######## design 1 ########
==> src/rtl/sseg_pkg.sv <==
// Shared types and constants for the multiplexed 7-segment scan controller.
// Latency: none (declarations only).
// Backpressure: not applicable.
package sseg_pkg;

  // Scan sequencer states: dark, anti-ghost blanking, digit shown.
  typedef enum logic [1:0] {
    IDLE  = 2'd0,
    BLANK = 2'd1,
    SHOW  = 2'd2
  } scan_state_t;

  // All segments off (pins are active-low).
  localparam logic [6:0] SSEG_OFF = 7'h7F;

  // Active-low glyphs, bit order {g,f,e,d,c,b,a}, for hex digits 0..F.
  localparam logic [6:0] GLYPH_0 = 7'h40;
  localparam logic [6:0] GLYPH_1 = 7'h79;
  localparam logic [6:0] GLYPH_2 = 7'h24;
  localparam logic [6:0] GLYPH_3 = 7'h30;
  localparam logic [6:0] GLYPH_4 = 7'h19;
  localparam logic [6:0] GLYPH_5 = 7'h12;
  localparam logic [6:0] GLYPH_6 = 7'h02;
  localparam logic [6:0] GLYPH_7 = 7'h78;
  localparam logic [6:0] GLYPH_8 = 7'h00;
  localparam logic [6:0] GLYPH_9 = 7'h10;
  localparam logic [6:0] GLYPH_A = 7'h08;
  localparam logic [6:0] GLYPH_B = 7'h03;
  localparam logic [6:0] GLYPH_C = 7'h46;
  localparam logic [6:0] GLYPH_D = 7'h21;
  localparam logic [6:0] GLYPH_E = 7'h06;
  localparam logic [6:0] GLYPH_F = 7'h0E;

  // Nibble to active-low glyph lookup.
  function automatic logic [6:0] hex_glyph(input logic [3:0] nib);
    logic [6:0] g;
    case (nib)
      4'h0:    g = GLYPH_0;
      4'h1:    g = GLYPH_1;
      4'h2:    g = GLYPH_2;
      4'h3:    g = GLYPH_3;
      4'h4:    g = GLYPH_4;
      4'h5:    g = GLYPH_5;
      4'h6:    g = GLYPH_6;
      4'h7:    g = GLYPH_7;
      4'h8:    g = GLYPH_8;
      4'h9:    g = GLYPH_9;
      4'hA:    g = GLYPH_A;
      4'hB:    g = GLYPH_B;
      4'hC:    g = GLYPH_C;
      4'hD:    g = GLYPH_D;
      4'hE:    g = GLYPH_E;
      default: g = GLYPH_F;
    endcase
    return g;
  endfunction

endpackage

==> src/rtl/hex_to_sseg.sv <==
// Decodes one hex nibble into an active-low 7-segment glyph {g..a}.
// Latency: combinational, zero cycles.
// Backpressure: none; output follows input continuously.
module hex_to_sseg
  import sseg_pkg::*;
(
  input  logic [3:0] nibble,
  output logic [6:0] glyph
);

  // Pure table lookup; the glyph set lives in the package.
  always_comb begin
    glyph = hex_glyph(nibble);
  end

endmodule

==> src/rtl/display_scan_controller.sv <==
// Scans NUM_DIGITS 7-segment digits (blank then show per digit) from one clock via a tick prescaler.
// Latency: pins registered, one cycle behind the scan state; first anode BLANK_TICKS*(PRESCALE+1)+2 after enable.
// Backpressure: load is level-sampled; staged value commits only at a frame end or while idle, acked by load_ack.
module display_scan_controller
  import sseg_pkg::*;
#(
  parameter int NUM_DIGITS  = 4,
  parameter int CNT_W       = 20,
  parameter int PRESCALE    = 12_500,
  parameter int SHOW_TICKS  = 3,
  parameter int BLANK_TICKS = 1
) (
  input  logic                    clk,
  input  logic                    rst_n,
  input  logic                    en,
  input  logic                    load,
  input  logic [4*NUM_DIGITS-1:0] data_in,
  input  logic [NUM_DIGITS-1:0]   dp_in,
  output logic                    load_ack,
  output logic                    frame_done,
  output logic [NUM_DIGITS-1:0]   an,
  output logic [6:0]              seg,
  output logic                    dp
);

  localparam int IDX_W     = $clog2(NUM_DIGITS);
  localparam int MAX_TICKS = (SHOW_TICKS > BLANK_TICKS) ? SHOW_TICKS : BLANK_TICKS;
  localparam int PH_W      = $clog2(MAX_TICKS + 1);

  localparam logic [CNT_W-1:0] CNT_LAST   = CNT_W'(PRESCALE);
  localparam logic [PH_W-1:0]  SHOW_LAST  = PH_W'(SHOW_TICKS - 1);
  localparam logic [PH_W-1:0]  BLANK_LAST = PH_W'(BLANK_TICKS - 1);
  localparam logic [IDX_W-1:0] IDX_LAST   = IDX_W'(NUM_DIGITS - 1);

  // Prescaler
  logic [CNT_W-1:0] cnt;
  logic             tick;

  // Scan sequencer
  scan_state_t      state, state_nxt;
  logic [IDX_W-1:0] idx, idx_nxt;
  logic [PH_W-1:0]  phase, phase_nxt;

  // Value registers: staging takes user writes, shadow drives the pins
  logic [4*NUM_DIGITS-1:0] staging, shadow;
  logic [NUM_DIGITS-1:0]   staging_dp, shadow_dp;
  logic                    pending;
  logic                    transfer;

  // Current-digit datapath
  logic [3:0]            cur_nib;
  logic                  cur_dp;
  logic [6:0]            cur_glyph;
  logic [NUM_DIGITS-1:0] digit_sel;

  // Count only while scanning; tick is registered off the terminal count so the FSM sees a clean 1-cycle enable.
  always_ff @(posedge clk or negedge rst_n) begin
    if (!rst_n) begin
      cnt  <= '0;
      tick <= 1'b0;
    end else if (!en || state == IDLE) begin
      cnt  <= '0;
      tick <= 1'b0;
    end else begin
      tick <= (cnt == CNT_LAST);
      if (cnt == CNT_LAST) begin
        cnt <= '0;
      end else begin
        cnt <= cnt + CNT_W'(1);
      end
    end
  end

  // Sequencer state, digit index and per-phase tick counter.
  always_ff @(posedge clk or negedge rst_n) begin
    if (!rst_n) begin
      state <= IDLE;
      idx   <= '0;
      phase <= '0;
    end else begin
      state <= state_nxt;
      idx   <= idx_nxt;
      phase <= phase_nxt;
    end
  end

  // Next-state logic: en low forces dark IDLE from anywhere; otherwise advance on ticks.
  always_comb begin
    state_nxt = state;
    idx_nxt   = idx;
    phase_nxt = phase;
    if (!en) begin
      state_nxt = IDLE;
      idx_nxt   = '0;
      phase_nxt = '0;
    end else begin
      case (state)
        IDLE: begin
          state_nxt = BLANK;
          idx_nxt   = '0;
          phase_nxt = '0;
        end
        BLANK: begin
          if (tick) begin
            if (phase == BLANK_LAST) begin
              state_nxt = SHOW;
              phase_nxt = '0;
            end else begin
              phase_nxt = phase + PH_W'(1);
            end
          end
        end
        SHOW: begin
          if (tick) begin
            if (phase == SHOW_LAST) begin
              state_nxt = BLANK;
              phase_nxt = '0;
              idx_nxt   = (idx == IDX_LAST) ? '0 : idx + IDX_W'(1);
            end else begin
              phase_nxt = phase + PH_W'(1);
            end
          end
        end
        default: begin
          state_nxt = IDLE;
          idx_nxt   = '0;
          phase_nxt = '0;
        end
      endcase
    end
  end

  // Frame end is the final tick of the last digit's show phase; the panel is about to go dark,
  // which makes it the tear-free moment to swap in a new value.
  assign frame_done = (state == SHOW) && tick && (phase == SHOW_LAST) && (idx == IDX_LAST);
  assign transfer   = pending && (frame_done || state == IDLE);
  assign load_ack   = transfer;

  // Staging captures every load (last write wins); shadow takes the old staging on transfer.
  always_ff @(posedge clk or negedge rst_n) begin
    if (!rst_n) begin
      staging    <= '0;
      staging_dp <= '0;
      shadow     <= '0;
      shadow_dp  <= '0;
      pending    <= 1'b0;
    end else begin
      if (transfer) begin
        shadow    <= staging;
        shadow_dp <= staging_dp;
      end
      if (load) begin
        staging    <= data_in;
        staging_dp <= dp_in;
      end
      if (load) begin
        pending <= 1'b1;
      end else if (transfer) begin
        pending <= 1'b0;
      end
    end
  end

  assign cur_nib   = shadow[{idx, 2'b00} +: 4];
  assign cur_dp    = shadow_dp[idx];
  assign digit_sel = NUM_DIGITS'(1) << idx;

  hex_to_sseg u_hex_to_sseg (
    .nibble (cur_nib),
    .glyph  (cur_glyph)
  );

  // Pin registers follow the current state, so a digit change (idx update) is never seen mid-cycle on the pins.
  always_ff @(posedge clk or negedge rst_n) begin
    if (!rst_n) begin
      an  <= '1;
      seg <= SSEG_OFF;
      dp  <= 1'b1;
    end else if (state == SHOW) begin
      an  <= ~digit_sel;
      seg <= cur_glyph;
      dp  <= ~cur_dp;
    end else begin
      an  <= '1;
      seg <= SSEG_OFF;
      dp  <= 1'b1;
    end
  end

endmodule

==> config.mk <==
export PLATFORM = sky130hd
export DESIGN_NAME = display_scan_controller
export DESIGN_NICKNAME = d
export VERILOG_FILES = /design/src/rtl/sseg_pkg.sv /design/src/rtl/hex_to_sseg.sv /design/src/rtl/display_scan_controller.sv
export SDC_FILE = /design/constraint.sdc
export NUM_CORES = 1
export LEC_CHECK = 0
export CORE_MARGIN = 8
export CORE_UTILIZATION = 35
export CTS_CLUSTER_DIAMETER = 120
export DETAILED_ROUTE_END_ITERATION = 10
export SLEW_MARGIN = 25
export SYNTH_ARGS = -nofsm -noshare
export SYNTH_HDL_FRONTEND = slang
export SYNTH_SLANG_ARGS = --single-unit
==> constraint.sdc <==
create_clock -name clk -period 2.44 [get_ports clk]
set_clock_uncertainty 0.2 [all_clocks]
set_input_delay 0.488 -clock clk [delete_from_list [all_inputs] [get_ports clk]]
set_output_delay 0.488 -clock clk [all_outputs]
set_load 0.02 [all_outputs]
######## design 2 ########
<file path="config.mk">
export PLATFORM = sky130hd
export DESIGN_NAME = bcd_convert_seq_flat
export DESIGN_NICKNAME = d
export VERILOG_FILES = /design/src/rtl/bcd_convert_seq_if.sv /design/src/rtl/bcd_convert_seq.sv /design/src/flat_wrapper.sv
export SDC_FILE = /design/constraint.sdc
export NUM_CORES = 1
export LEC_CHECK = 0
export ABC_AREA = 1
export CAP_MARGIN = 40
export CORE_ASPECT_RATIO = 1.2
export CORE_MARGIN = 8
export CORE_UTILIZATION = 35
export CTS_BUF_LIST = sky130_fd_sc_hd__clkbuf_8 sky130_fd_sc_hd__clkbuf_16
export DETAILED_ROUTE_END_ITERATION = 6
export SYNTH_ARGS = -nofsm -noshare
export SYNTH_HDL_FRONTEND = slang
export SYNTH_SLANG_ARGS = --single-unit
export TNS_END_PERCENT = 30
</file>
<file path="constraint.sdc">
create_clock -name clk -period 1.26 [get_ports clk]
set_clock_uncertainty 0.1 [all_clocks]
set_input_delay 0.315 -clock clk [delete_from_list [all_inputs] [get_ports clk]]
set_output_delay 0.315 -clock clk [all_outputs]
set_load 0.03 [all_outputs]
</file>
<file path="src/rtl/bcd_convert_seq_if.sv">
// Handshake and result bundle between a binary source and the BCD converter.
// The source drives start/bin_in; the converter drives status and the held result.
interface bcd_convert_seq_if #(
    parameter int unsigned BIN_W  = 12,
    parameter int unsigned DIGITS = 4
);
    logic                  start;
    logic [BIN_W-1:0]      bin_in;
    logic                  busy;
    logic                  done;
    logic [4*DIGITS-1:0]   bcd_out;
    logic                  overflow;
    logic [DIGITS-1:0]     lz_mask;

    modport master (
        output start, bin_in,
        input  busy, done, bcd_out, overflow, lz_mask
    );

    modport slave (
        input  start, bin_in,
        output busy, done, bcd_out, overflow, lz_mask
    );
endinterface

</file>
<file path="src/rtl/bcd_convert_seq.sv">
// Sequential double-dabble binary-to-BCD converter, one input bit per clock,
// with overflow saturate/truncate and a leading-zero blanking mask.
module bcd_convert_seq #(
    parameter int unsigned BIN_W  = 12,
    parameter int unsigned DIGITS = 4,
    parameter bit          SAT    = 1'b1
) (
    input logic              clk,
    input logic              RSTN,
    bcd_convert_seq_if.slave bus
);
    localparam int unsigned INT_D = (BIN_W + 2) / 3;
    localparam int unsigned SCR_W = 4 * INT_D;
    localparam int unsigned PAD_D = (INT_D > DIGITS) ? INT_D : DIGITS;
    localparam int unsigned CNT_W = $clog2(BIN_W + 1);

    typedef enum logic [1:0] {StIdle, StShift, StLoad} state_e;

    state_e                state_q, state_d;
    logic [BIN_W-1:0]      shift_q, shift_d;
    logic [SCR_W-1:0]      scr_q, scr_d;
    logic [CNT_W-1:0]      cnt_q, cnt_d;
    logic                  busy_q, busy_d;
    logic                  done_q, done_d;
    logic [4*DIGITS-1:0]   bcd_q, bcd_d;
    logic                  ovf_q, ovf_d;
    logic [DIGITS-1:0]     lz_q, lz_d;

    logic [SCR_W-1:0]      adj;
    logic [4*PAD_D-1:0]    scr_pad;
    logic [4*PAD_D-1:0]    scr_hi;
    logic                  ovf_c;
    logic [4*DIGITS-1:0]   bcd_c;
    logic [DIGITS-1:0]     lz_c;
    logic                  nz;

    // Result candidates; scratch is zero-padded so DIGITS may exceed INT_D.
    always_comb begin
        adj = scr_q;
        for (int i = 0; i < int'(INT_D); i++) begin
            if (scr_q[4*i +: 4] >= 4'd5) adj[4*i +: 4] = scr_q[4*i +: 4] + 4'd3;
        end
        scr_pad = '0;
        scr_pad[SCR_W-1:0] = scr_q;
        scr_hi = scr_pad >> (4 * DIGITS);
        ovf_c = |scr_hi;
        bcd_c = (ovf_c && SAT) ? {DIGITS{4'h9}} : scr_pad[4*DIGITS-1:0];
        lz_c = '0;
        nz = 1'b0;
        for (int i = int'(DIGITS) - 1; i >= 1; i--) begin
            nz = nz | (bcd_c[4*i +: 4] != 4'h0);
            lz_c[i] = ~nz;
        end
    end

    always_comb begin
        state_d = state_q;
        shift_d = shift_q;
        scr_d   = scr_q;
        cnt_d   = cnt_q;
        busy_d  = busy_q;
        done_d  = 1'b0;
        bcd_d   = bcd_q;
        ovf_d   = ovf_q;
        lz_d    = lz_q;
        unique case (state_q)
            StIdle: begin
                if (bus.start) begin
                    shift_d = bus.bin_in;
                    scr_d   = '0;
                    cnt_d   = CNT_W'(BIN_W);
                    busy_d  = 1'b1;
                    state_d = StShift;
                end
            end
            StShift: begin
                {scr_d, shift_d} = {adj[SCR_W-2:0], shift_q, 1'b0};
                cnt_d = cnt_q - CNT_W'(1);
                if (cnt_q == CNT_W'(1)) state_d = StLoad;
            end
            StLoad: begin
                bcd_d   = bcd_c;
                ovf_d   = ovf_c;
                lz_d    = lz_c;
                done_d  = 1'b1;
                busy_d  = 1'b0;
                state_d = StIdle;
            end
            default: state_d = StIdle;
        endcase
    end

    always_ff @(posedge clk) begin
        if (!RSTN) begin
            state_q <= StIdle;
            shift_q <= '0;
            scr_q   <= '0;
            cnt_q   <= '0;
            busy_q  <= 1'b0;
            done_q  <= 1'b0;
            bcd_q   <= '0;
            ovf_q   <= 1'b0;
            lz_q    <= '0;
        end else begin
            state_q <= state_d;
            shift_q <= shift_d;
            scr_q   <= scr_d;
            cnt_q   <= cnt_d;
            busy_q  <= busy_d;
            done_q  <= done_d;
            bcd_q   <= bcd_d;
            ovf_q   <= ovf_d;
            lz_q    <= lz_d;
        end
    end

    assign bus.busy     = busy_q;
    assign bus.done     = done_q;
    assign bus.bcd_out  = bcd_q;
    assign bus.overflow = ovf_q;
    assign bus.lz_mask  = lz_q;
endmodule

</file>
<file path="src/flat_wrapper.sv">
// flat-port wrapper written by rule: the top's interface ports become plain ports
module bcd_convert_seq_flat 
#(
    parameter int unsigned BIN_W  = 12,
    parameter int unsigned DIGITS = 4,
    parameter bit          SAT    = 1'b1
)
  (clk, RSTN, bus_start, bus_bin_in, bus_busy, bus_done, bus_bcd_out, bus_overflow, bus_lz_mask);
  bcd_convert_seq_if #(.BIN_W(BIN_W), .DIGITS(DIGITS)) bus_i ();
  input logic clk;
  input logic RSTN;
  input wire logic [$bits(bus_i.start)-1:0] bus_start;
  input wire logic [$bits(bus_i.bin_in)-1:0] bus_bin_in;
  output wire logic [$bits(bus_i.busy)-1:0] bus_busy;
  output wire logic [$bits(bus_i.done)-1:0] bus_done;
  output wire logic [$bits(bus_i.bcd_out)-1:0] bus_bcd_out;
  output wire logic [$bits(bus_i.overflow)-1:0] bus_overflow;
  output wire logic [$bits(bus_i.lz_mask)-1:0] bus_lz_mask;
  assign bus_i.start = bus_start;
  assign bus_i.bin_in = bus_bin_in;
  assign bus_busy = bus_i.busy;
  assign bus_done = bus_i.done;
  assign bus_bcd_out = bus_i.bcd_out;
  assign bus_overflow = bus_i.overflow;
  assign bus_lz_mask = bus_i.lz_mask;
  bcd_convert_seq #(.BIN_W(BIN_W), .DIGITS(DIGITS), .SAT(SAT)) u_core (.clk(clk), .RSTN(RSTN), .bus(bus_i));
endmodule
</file>
######## design 3 ########
## src/rtl/fetch_unit.sv

```systemverilog
// fetch_unit -- instruction-fetch stage of the MIPS core, upstream of main_decoder.
//
// Holds the PC, fetches one word per instruction over a req/ack handshake,
// latches it into the instruction register and selects the next PC from
// main_decoder's branch/j and the ALU zero flag when the instruction retires.
//
// Parameters:
//   RESET_PC     PC loaded on reset (word-aligned).
// Ports:
//   clk, rst     rising-edge clock, asynchronous active-high reset
//   imem_req     fetch request (high in S_REQ only)
//   imem_addr    fetch byte address (= pc)
//   imem_ack     imem_rdata valid this cycle (only honoured in S_REQ)
//   imem_rdata   fetched instruction word
//   instr        instruction register
//   opcode       instr[31:26], to main_decoder
//   instr_valid  instr holds a fetched, not-yet-retired instruction
//   stall        downstream not ready; hold current instruction
//   branch, j    control from main_decoder
//   zero         ALU equality flag for the current instruction
//   pc, pc_plus4 current instruction address and its successor
// Optional build macro:
//   FETCH_PERF_EN  adds fetch_count (retired instructions) and stall_count
//                  (cycles stalled in S_VALID or waiting for ack in S_REQ).

module fetch_unit #(
  parameter logic [31:0] RESET_PC = 32'h0000_0000
) (
  input  logic        clk,
  input  logic        rst,
  output logic        imem_req,
  output logic [31:0] imem_addr,
  input  logic        imem_ack,
  input  logic [31:0] imem_rdata,
  output logic [31:0] instr,
  output logic [5:0]  opcode,
  output logic        instr_valid,
  input  logic        stall,
  input  logic        branch,
  input  logic        j,
  input  logic        zero,
  output logic [31:0] pc,
  output logic [31:0] pc_plus4
`ifdef FETCH_PERF_EN
  ,
  output logic [31:0] fetch_count,
  output logic [31:0] stall_count
`endif
);

  typedef enum logic [1:0] {S_IDLE, S_REQ, S_VALID} state_t;

  state_t      r_state, w_next_state;
  logic [31:0] r_pc, r_instr;
  logic [31:0] w_pc_plus4, w_br_off, w_next_pc;
  logic        w_load, w_retire;

  always_ff @(posedge clk or posedge rst) begin
    if (rst) r_state <= S_IDLE;
    else     r_state <= w_next_state;
  end

  // S_IDLE is a one-cycle buffer so imem_req never rises in the cycle reset
  // is released; a stale ack arriving there is simply ignored.
  always_comb begin
    w_next_state = r_state;
    w_load       = 1'b0;
    w_retire     = 1'b0;
    imem_req     = 1'b0;
    instr_valid  = 1'b0;
    case (r_state)
      S_IDLE:  w_next_state = S_REQ;
      S_REQ: begin
        imem_req = 1'b1;
        if (imem_ack) begin
          w_load       = 1'b1;
          w_next_state = S_VALID;
        end
      end
      S_VALID: begin
        instr_valid = 1'b1;
        if (!stall) begin
          w_retire     = 1'b1;
          w_next_state = S_REQ;
        end
      end
      default: w_next_state = S_IDLE;
    endcase
  end

  // Next-PC select: jump beats a taken branch beats sequential.
  assign w_pc_plus4 = r_pc + 32'd4;
  assign w_br_off   = {{14{r_instr[15]}}, r_instr[15:0], 2'b00};

  always_comb begin
    w_next_pc = w_pc_plus4;
    if (j)                w_next_pc = {w_pc_plus4[31:28], r_instr[25:0], 2'b00};
    else if (branch && zero) w_next_pc = w_pc_plus4 + w_br_off;
  end

  always_ff @(posedge clk or posedge rst) begin
    if (rst) begin
      r_pc    <= RESET_PC;
      r_instr <= 32'd0;
    end else begin
      if (w_load)   r_instr <= imem_rdata;
      if (w_retire) r_pc    <= w_next_pc;
    end
  end

`ifdef FETCH_PERF_EN
  logic [31:0] r_fetch_count, r_stall_count;

  always_ff @(posedge clk or posedge rst) begin
    if (rst) begin
      r_fetch_count <= 32'd0;
      r_stall_count <= 32'd0;
    end else begin
      if (w_retire) r_fetch_count <= r_fetch_count + 32'd1;
      if ((r_state == S_VALID && stall) || (r_state == S_REQ && !imem_ack))
        r_stall_count <= r_stall_count + 32'd1;
    end
  end

  assign fetch_count = r_fetch_count;
  assign stall_count = r_stall_count;
`endif

  assign imem_addr = r_pc;
  assign pc        = r_pc;
  assign pc_plus4  = w_pc_plus4;
  assign instr     = r_instr;
  assign opcode    = r_instr[31:26];

endmodule

```

## config.mk

```make
export PLATFORM = sky130hd
export DESIGN_NAME = fetch_unit
export DESIGN_NICKNAME = d
export VERILOG_FILES = /design/src/rtl/fetch_unit.sv
export SDC_FILE = /design/constraint.sdc
export NUM_CORES = 1
export LEC_CHECK = 0
export ABC_AREA = 1
export CAP_MARGIN = 20
export CORE_ASPECT_RATIO = 1.4
export CORE_MARGIN = 1
export CORE_UTILIZATION = 40
export CTS_CLUSTER_DIAMETER = 120
export DETAILED_ROUTE_END_ITERATION = 8
export PLACE_DENSITY = 0.68
export SYNTH_ARGS = -nofsm -noshare
export SYNTH_HDL_FRONTEND = slang
export SYNTH_SLANG_ARGS = --single-unit
```

## constraint.sdc

```tcl
create_clock -name clk -period 3.7 [get_ports clk]
set_clock_uncertainty 0.05 [all_clocks]
set_input_delay 0.74 -clock clk [delete_from_list [all_inputs] [get_ports clk]]
set_output_delay 0.74 -clock clk [all_outputs]
set_load 0.01 [all_outputs]
```

design_2/port_trees.png
Bar = 20 um.
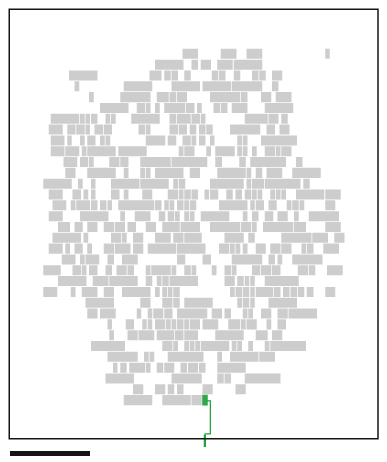
port	colour	direction	end cells	buffers	wire
bus_overflow	green	output	1	0	11.3 um

==> writeup.txt, design 2 <==
The final reports fail on setup timing. The design internal power is 2446 uW, and the number of non-clock buffers is 81. In the Yosys report, the sequential cells make up 45.01% of the chip area.

The logs give 2 for the level count of the clock H-tree and 0 for the max-cap violation count. Number of cells on the worst hold path: 2. The final period demand of the worst path is 1.286 ns.

TritonCTS built the clock tree. Per the timing report, the most critical flop-to-flop path finishes at u_core.bcd_c[10]$_SDFFE_PN0P_. The final instance area is 3578 um^2.

Traced cell by cell, the critical path runs through inv_4, ha_4, inv_2, nor2_4, nor2_1, nor2_1, nand2_1, nand3_1, nand2_1. The logs give 16.3% for the combinational fraction of design power and 3.489% for the global routing met3 resource utilization. The flow ran to the end, but the final reports show violations. The first global-routing pass estimated 10.50 mm of wire. The netlist uses 25 different library cells. With the non-clock inverter total of the final layout at 35, the effective utilization at floorplan is 35.90%. Buffers added to address setup during post-CTS repair amount to 6. The layout has 686 filler cells.

The path with the worst hold slack has its endpoint at u_core.bus.lz_mask[1]$_SDFFE_PN0P_. For the global placer's final weighted congestion, the log shows 0.8011. The final power report lists total power as 3369 uW. Clock network area share: 2.483%.

Dividing total power by cell area gives a power density of 941.4 nW/um^2. The top power group was sequential cells. The region available for standard cell placement spans 6813 um^2. In this run, synthesis produced a sequential element count of 55.

The logs give -0.02625 ns for the smallest setup slack after layout and 0 for the final hold violation count. The synthesized design contains 0 enable-type register cells. Hold timing on the final database bottoms out at a slack of 0.3718 ns.

The share of total power dissipated in sequential elements is 54.9%. The number of setup violations in the final report came out at 3. Setup repair after global routing could not meet its margin everywhere. With the total length of routed wires at 6.317 mm, the aggregate global-route resource usage is 12.71%. The library cells used most frequently in the layout, excluding fill and tap cells, are sky130_fd_sc_hd__nand2_1, sky130_fd_sc_hd__buf_4, sky130_fd_sc_hd__dfxtp_1.

The run gives -0.07318 ns as the setup TNS. The xor/xnor cell area share of the yosys netlist was 0.3581%; the area of the multi-input gates was 1351 um^2. In the synthesized netlist the async set-or-reset flop fraction comes to 0%. After detailed placement, the total cell area comes to 3072 um^2. In this run the worst path has a maximum fanout of 3.

The wire-length estimate of the detail-placed layout is 4.448 mm. Initial antenna violation count: 0. The tightest min-delay check is of the reg -> reg type. Of the total power, the share spent switching nets is 27.40%. The slowest cell on the critical path is sky130_fd_sc_hd__dfxtp_4.
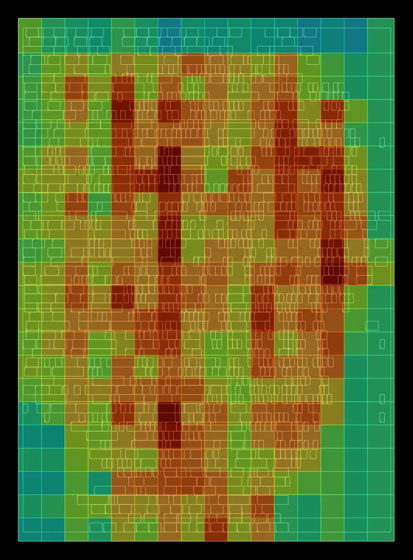
design_3/congestion_map.png
grt met2 use: 44.58%
aggregate global-route resource usage: 26.30%
Core Util, Final: 52.97%
global routing met1 resource utilization: 33.46%

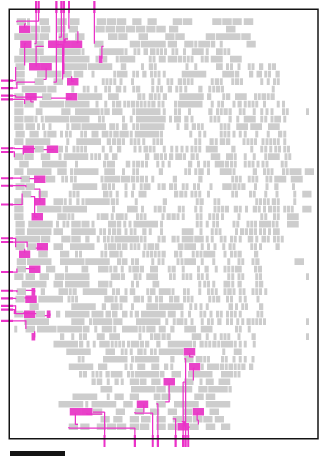
design_3/port_trees.png
Bar = 20 um.
port	colour	direction	end cells	buffers	wire
imem_rdata	magenta	input	32	32	487 um
number of I/O port buffers: 168
I/O pin count: 175

==> writeup.txt, design 3 <==
In the final design database the tool counted 1291 nets. After the flow finishes, the layout carries non-filler instances totaling 1419. Entering global routing, the biggest net connects 37 pins. At the placement stage, the worst setup path has a slack of 0.4089 ns.

The non-clock inverter total of the final layout is 179, and the standard cell core area is 16310 um^2. In this run, post-CTS hold repair placed 0 buffers. Dividing the synthesized area by the synthesized cell count gives 6.190 um^2.

The filler cells instantiated in the layout total 1632. The flow ran to the end, and the final reports show no timing, DRC or antenna violations. In the power breakdown, the internal column shows 4359 uW. After synthesis the netlist holds a flip-flop and latch count of 64.

The H-tree was split into 3 levels. For the finished layout, the period the worst path requires is 3.430 ns. The highest routing layer actually used is met4. Critical path arrival: 2.64 ns. After routing, the total negative slack on setup checks comes to 0 ns. The path class of the tightest hold or removal check is reg -> reg. The sequential group power was 1580 uW. The post-place instance area was 8341 um^2; the largest fanout of any net on the critical path was 6. The final antenna-violating net count was 0; the number of warnings in the stage logs was 32.

The power report attributes to the sequential group a share of 17.6%. The launch point of the worst register-to-register path is recorded as imem_addr[2]$_DFFE_PP0P_. The average detailed-routed wire length per instance works out to 15.65 um. According to the report, the first pass of detailed routing completed in 5 iterations.

Proportion of layout cells with a drive suffix above 1: 7.869%. In this run the critical path is formed by ha_1, nand2_1, nor2_1, nand2_2, nor2_4, xor2_1, clkdlybuf4s50_1. Multi-input gates account for 46.72% of the area.

Leaving out buffers and inverters, the combinational logic in the layout accounts for 4036 um^2. Global routing finished with a remaining overflow of 0. The endpoint of the worst hold path is r_state[0]$_DFFE_PP0P_. For the post-synthesis instance area, the log shows 6704 um^2.

The number of setup buffers added after CTS is 0. Wires add up to 22.20 mm. The slew at the pin closest to its max-slew limit was 0.9348 ns; the switching component of the power was 4625 uW.
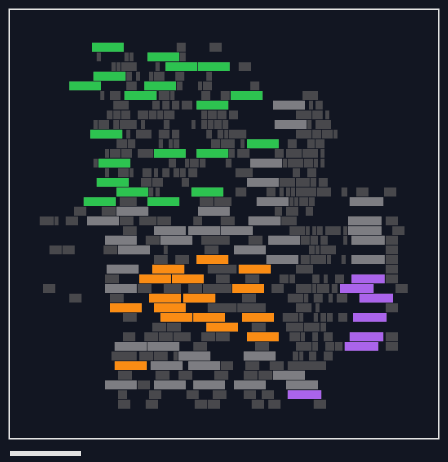
design_1/ff_map.png
Bar = 20 um.
signal	colour	placed flops
shadow	orange	16
cnt	green	20
seg	purple	7
not coloured	37
sequential cell power: 1780 uW
Core Util, Final: 43.10%
Seq/total area: 43.56%
flip-flop and latch area: 2017 um^2

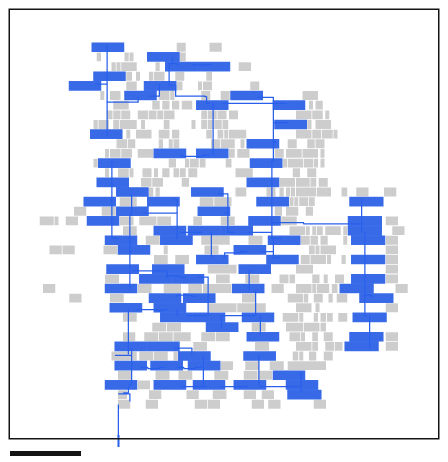
design_1/port_trees.png
Bar = 20 um.
port	colour	direction	end cells	buffers	wire
rst_n	blue	input	80	3	577 um

==> writeup.txt, design 1 <==
The run finished with clean final reports. The combinational power came out at 1470 uW. In the global route stage, met2 resource usage came out at 15.98%.

The script logs the ratio of routed vias to standard cells as 4.904. The run gives 511 as the final cell count without fillers. During placement, the flow inserted port buffers numbering 37. The run gives 0 for the remaining global-route overflow. Per the power-grid run, VDD falls by no more than 0.0003552 V. After detailed routing, no signal wire sits above met4.

By area, the class that comes first in the final layout consists of flip-flops and latches. Most used cell along the critical path: sky130_fd_sc_hd__inv_1. In the synthesized netlist, the number of instances is 320.

The total die size was 14560 um^2; the violation count after the first detailed-route iteration was 110. Number of buffers inserted by hold repair at cts: 1. Per the skew report, the later register of the worst-skew pair sees a clock latency of 0.35 ns. Main kind of combinational logic by area: multiplexers. Among logic cells in the layout, the one with the most instances is sky130_fd_sc_hd__dfrtp_1. Total number of nets in the final design: 411.

The number of cells on the worst hold path is 1, and the post-synthesis instance area is 3835 um^2. The number of warnings in the stage logs is 42. In the setup report, the worst path falls into the class reg -> out. The count of instances resized after the clock tree is built came out at 4.

After synthesis, the cell types taking the most area are sky130_fd_sc_hd__dfrtp_1, sky130_fd_sc_hd__mux2_2, sky130_fd_sc_hd__dfstp_2, sky130_fd_sc_hd__ha_1, sky130_fd_sc_hd__mux4_2. With the setup TNS at 0 ns, the slew at the pin closest to its max-slew limit is 0.3594 ns. The tools report the element type at the critical path start as a register. The run gives 2518 for the via count of the first global-routing pass. From left edge to right edge, the die measures 120.7 um. The cell-mix breakdown from Yosys lists the compound-gate area share as 7.113%. Counting every net in the synthesized netlist gives 365. The register with the most flip-flops in the layout has 20 of them. After layout the clock buffers and inverters come to 4.296% of cell area.

Ranked by flip-flop count, first place goes to cnt.

==> layout pictures side by side <==
The metal 1 layer.
Bar = 20 um. Supply wires on this layer in grey. Cells faint in the background.
image #1
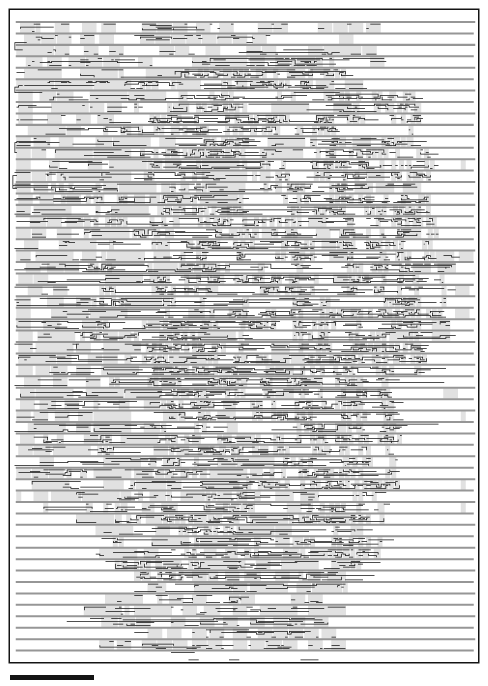
image #2
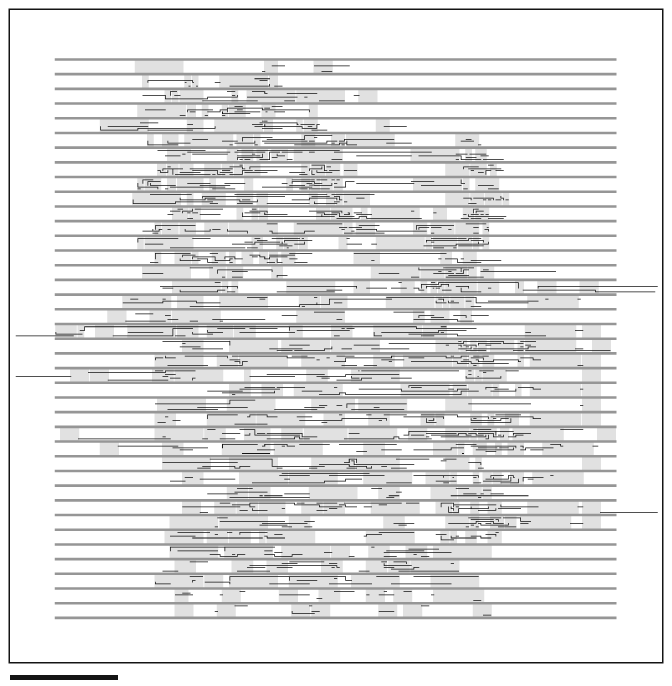
image #3
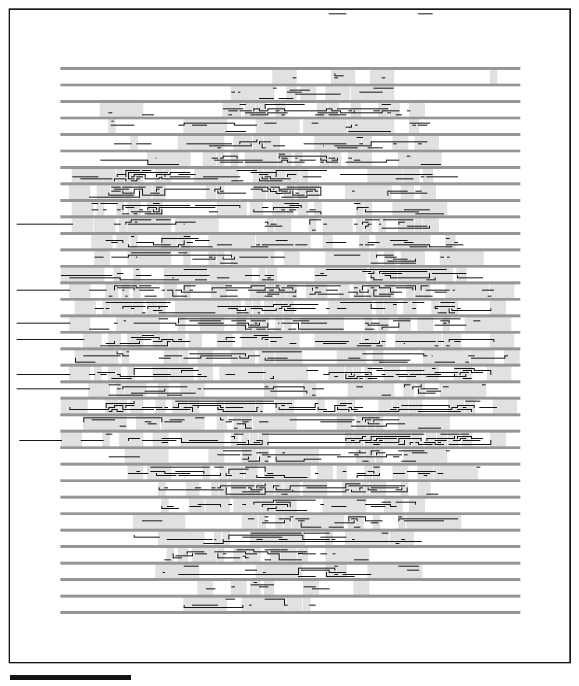
- image #1 = design 3
- image #3 = design 2
- image #2 = design 1
Of these, largest die: image #1

Key to image #1:
nets with wire on the layer	1173
wire length on this layer	9650 um
longest straight run	40.0 um
main direction	horizontal
share of all routed wire	43%



==> notes/layouts.md <==
Pictures saved along the way, in no particular order.

Routed metal, one colour a layer.
Two of the layers only.
shot_01.png
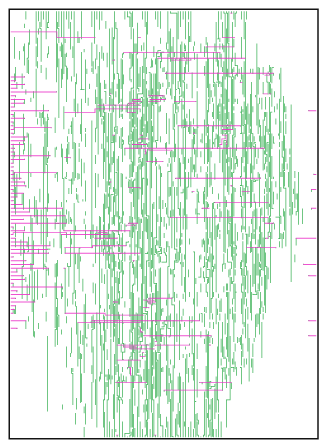
shot_02.png
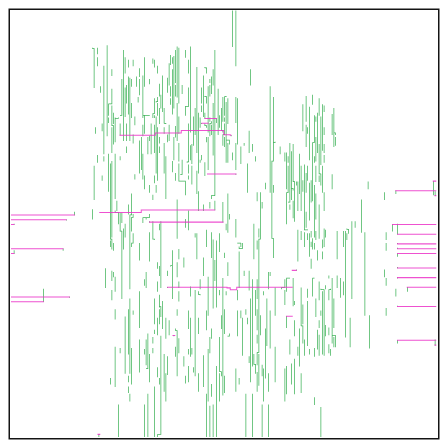
shot_03.png
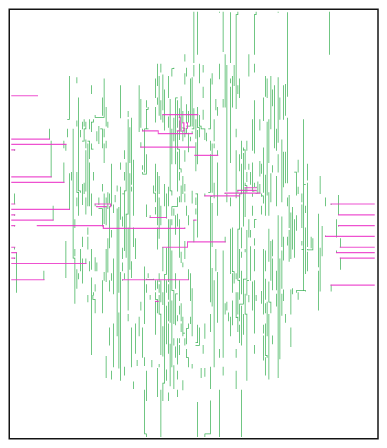
- shot_02.png = design 1
- shot_01.png = design 3
- shot_03.png = design 2

Key to shot_03.png:
layer	colour	wire length
M3	magenta	346 um
M2	green	3190 um

Power is estimated from default activity; no workload was simulated.
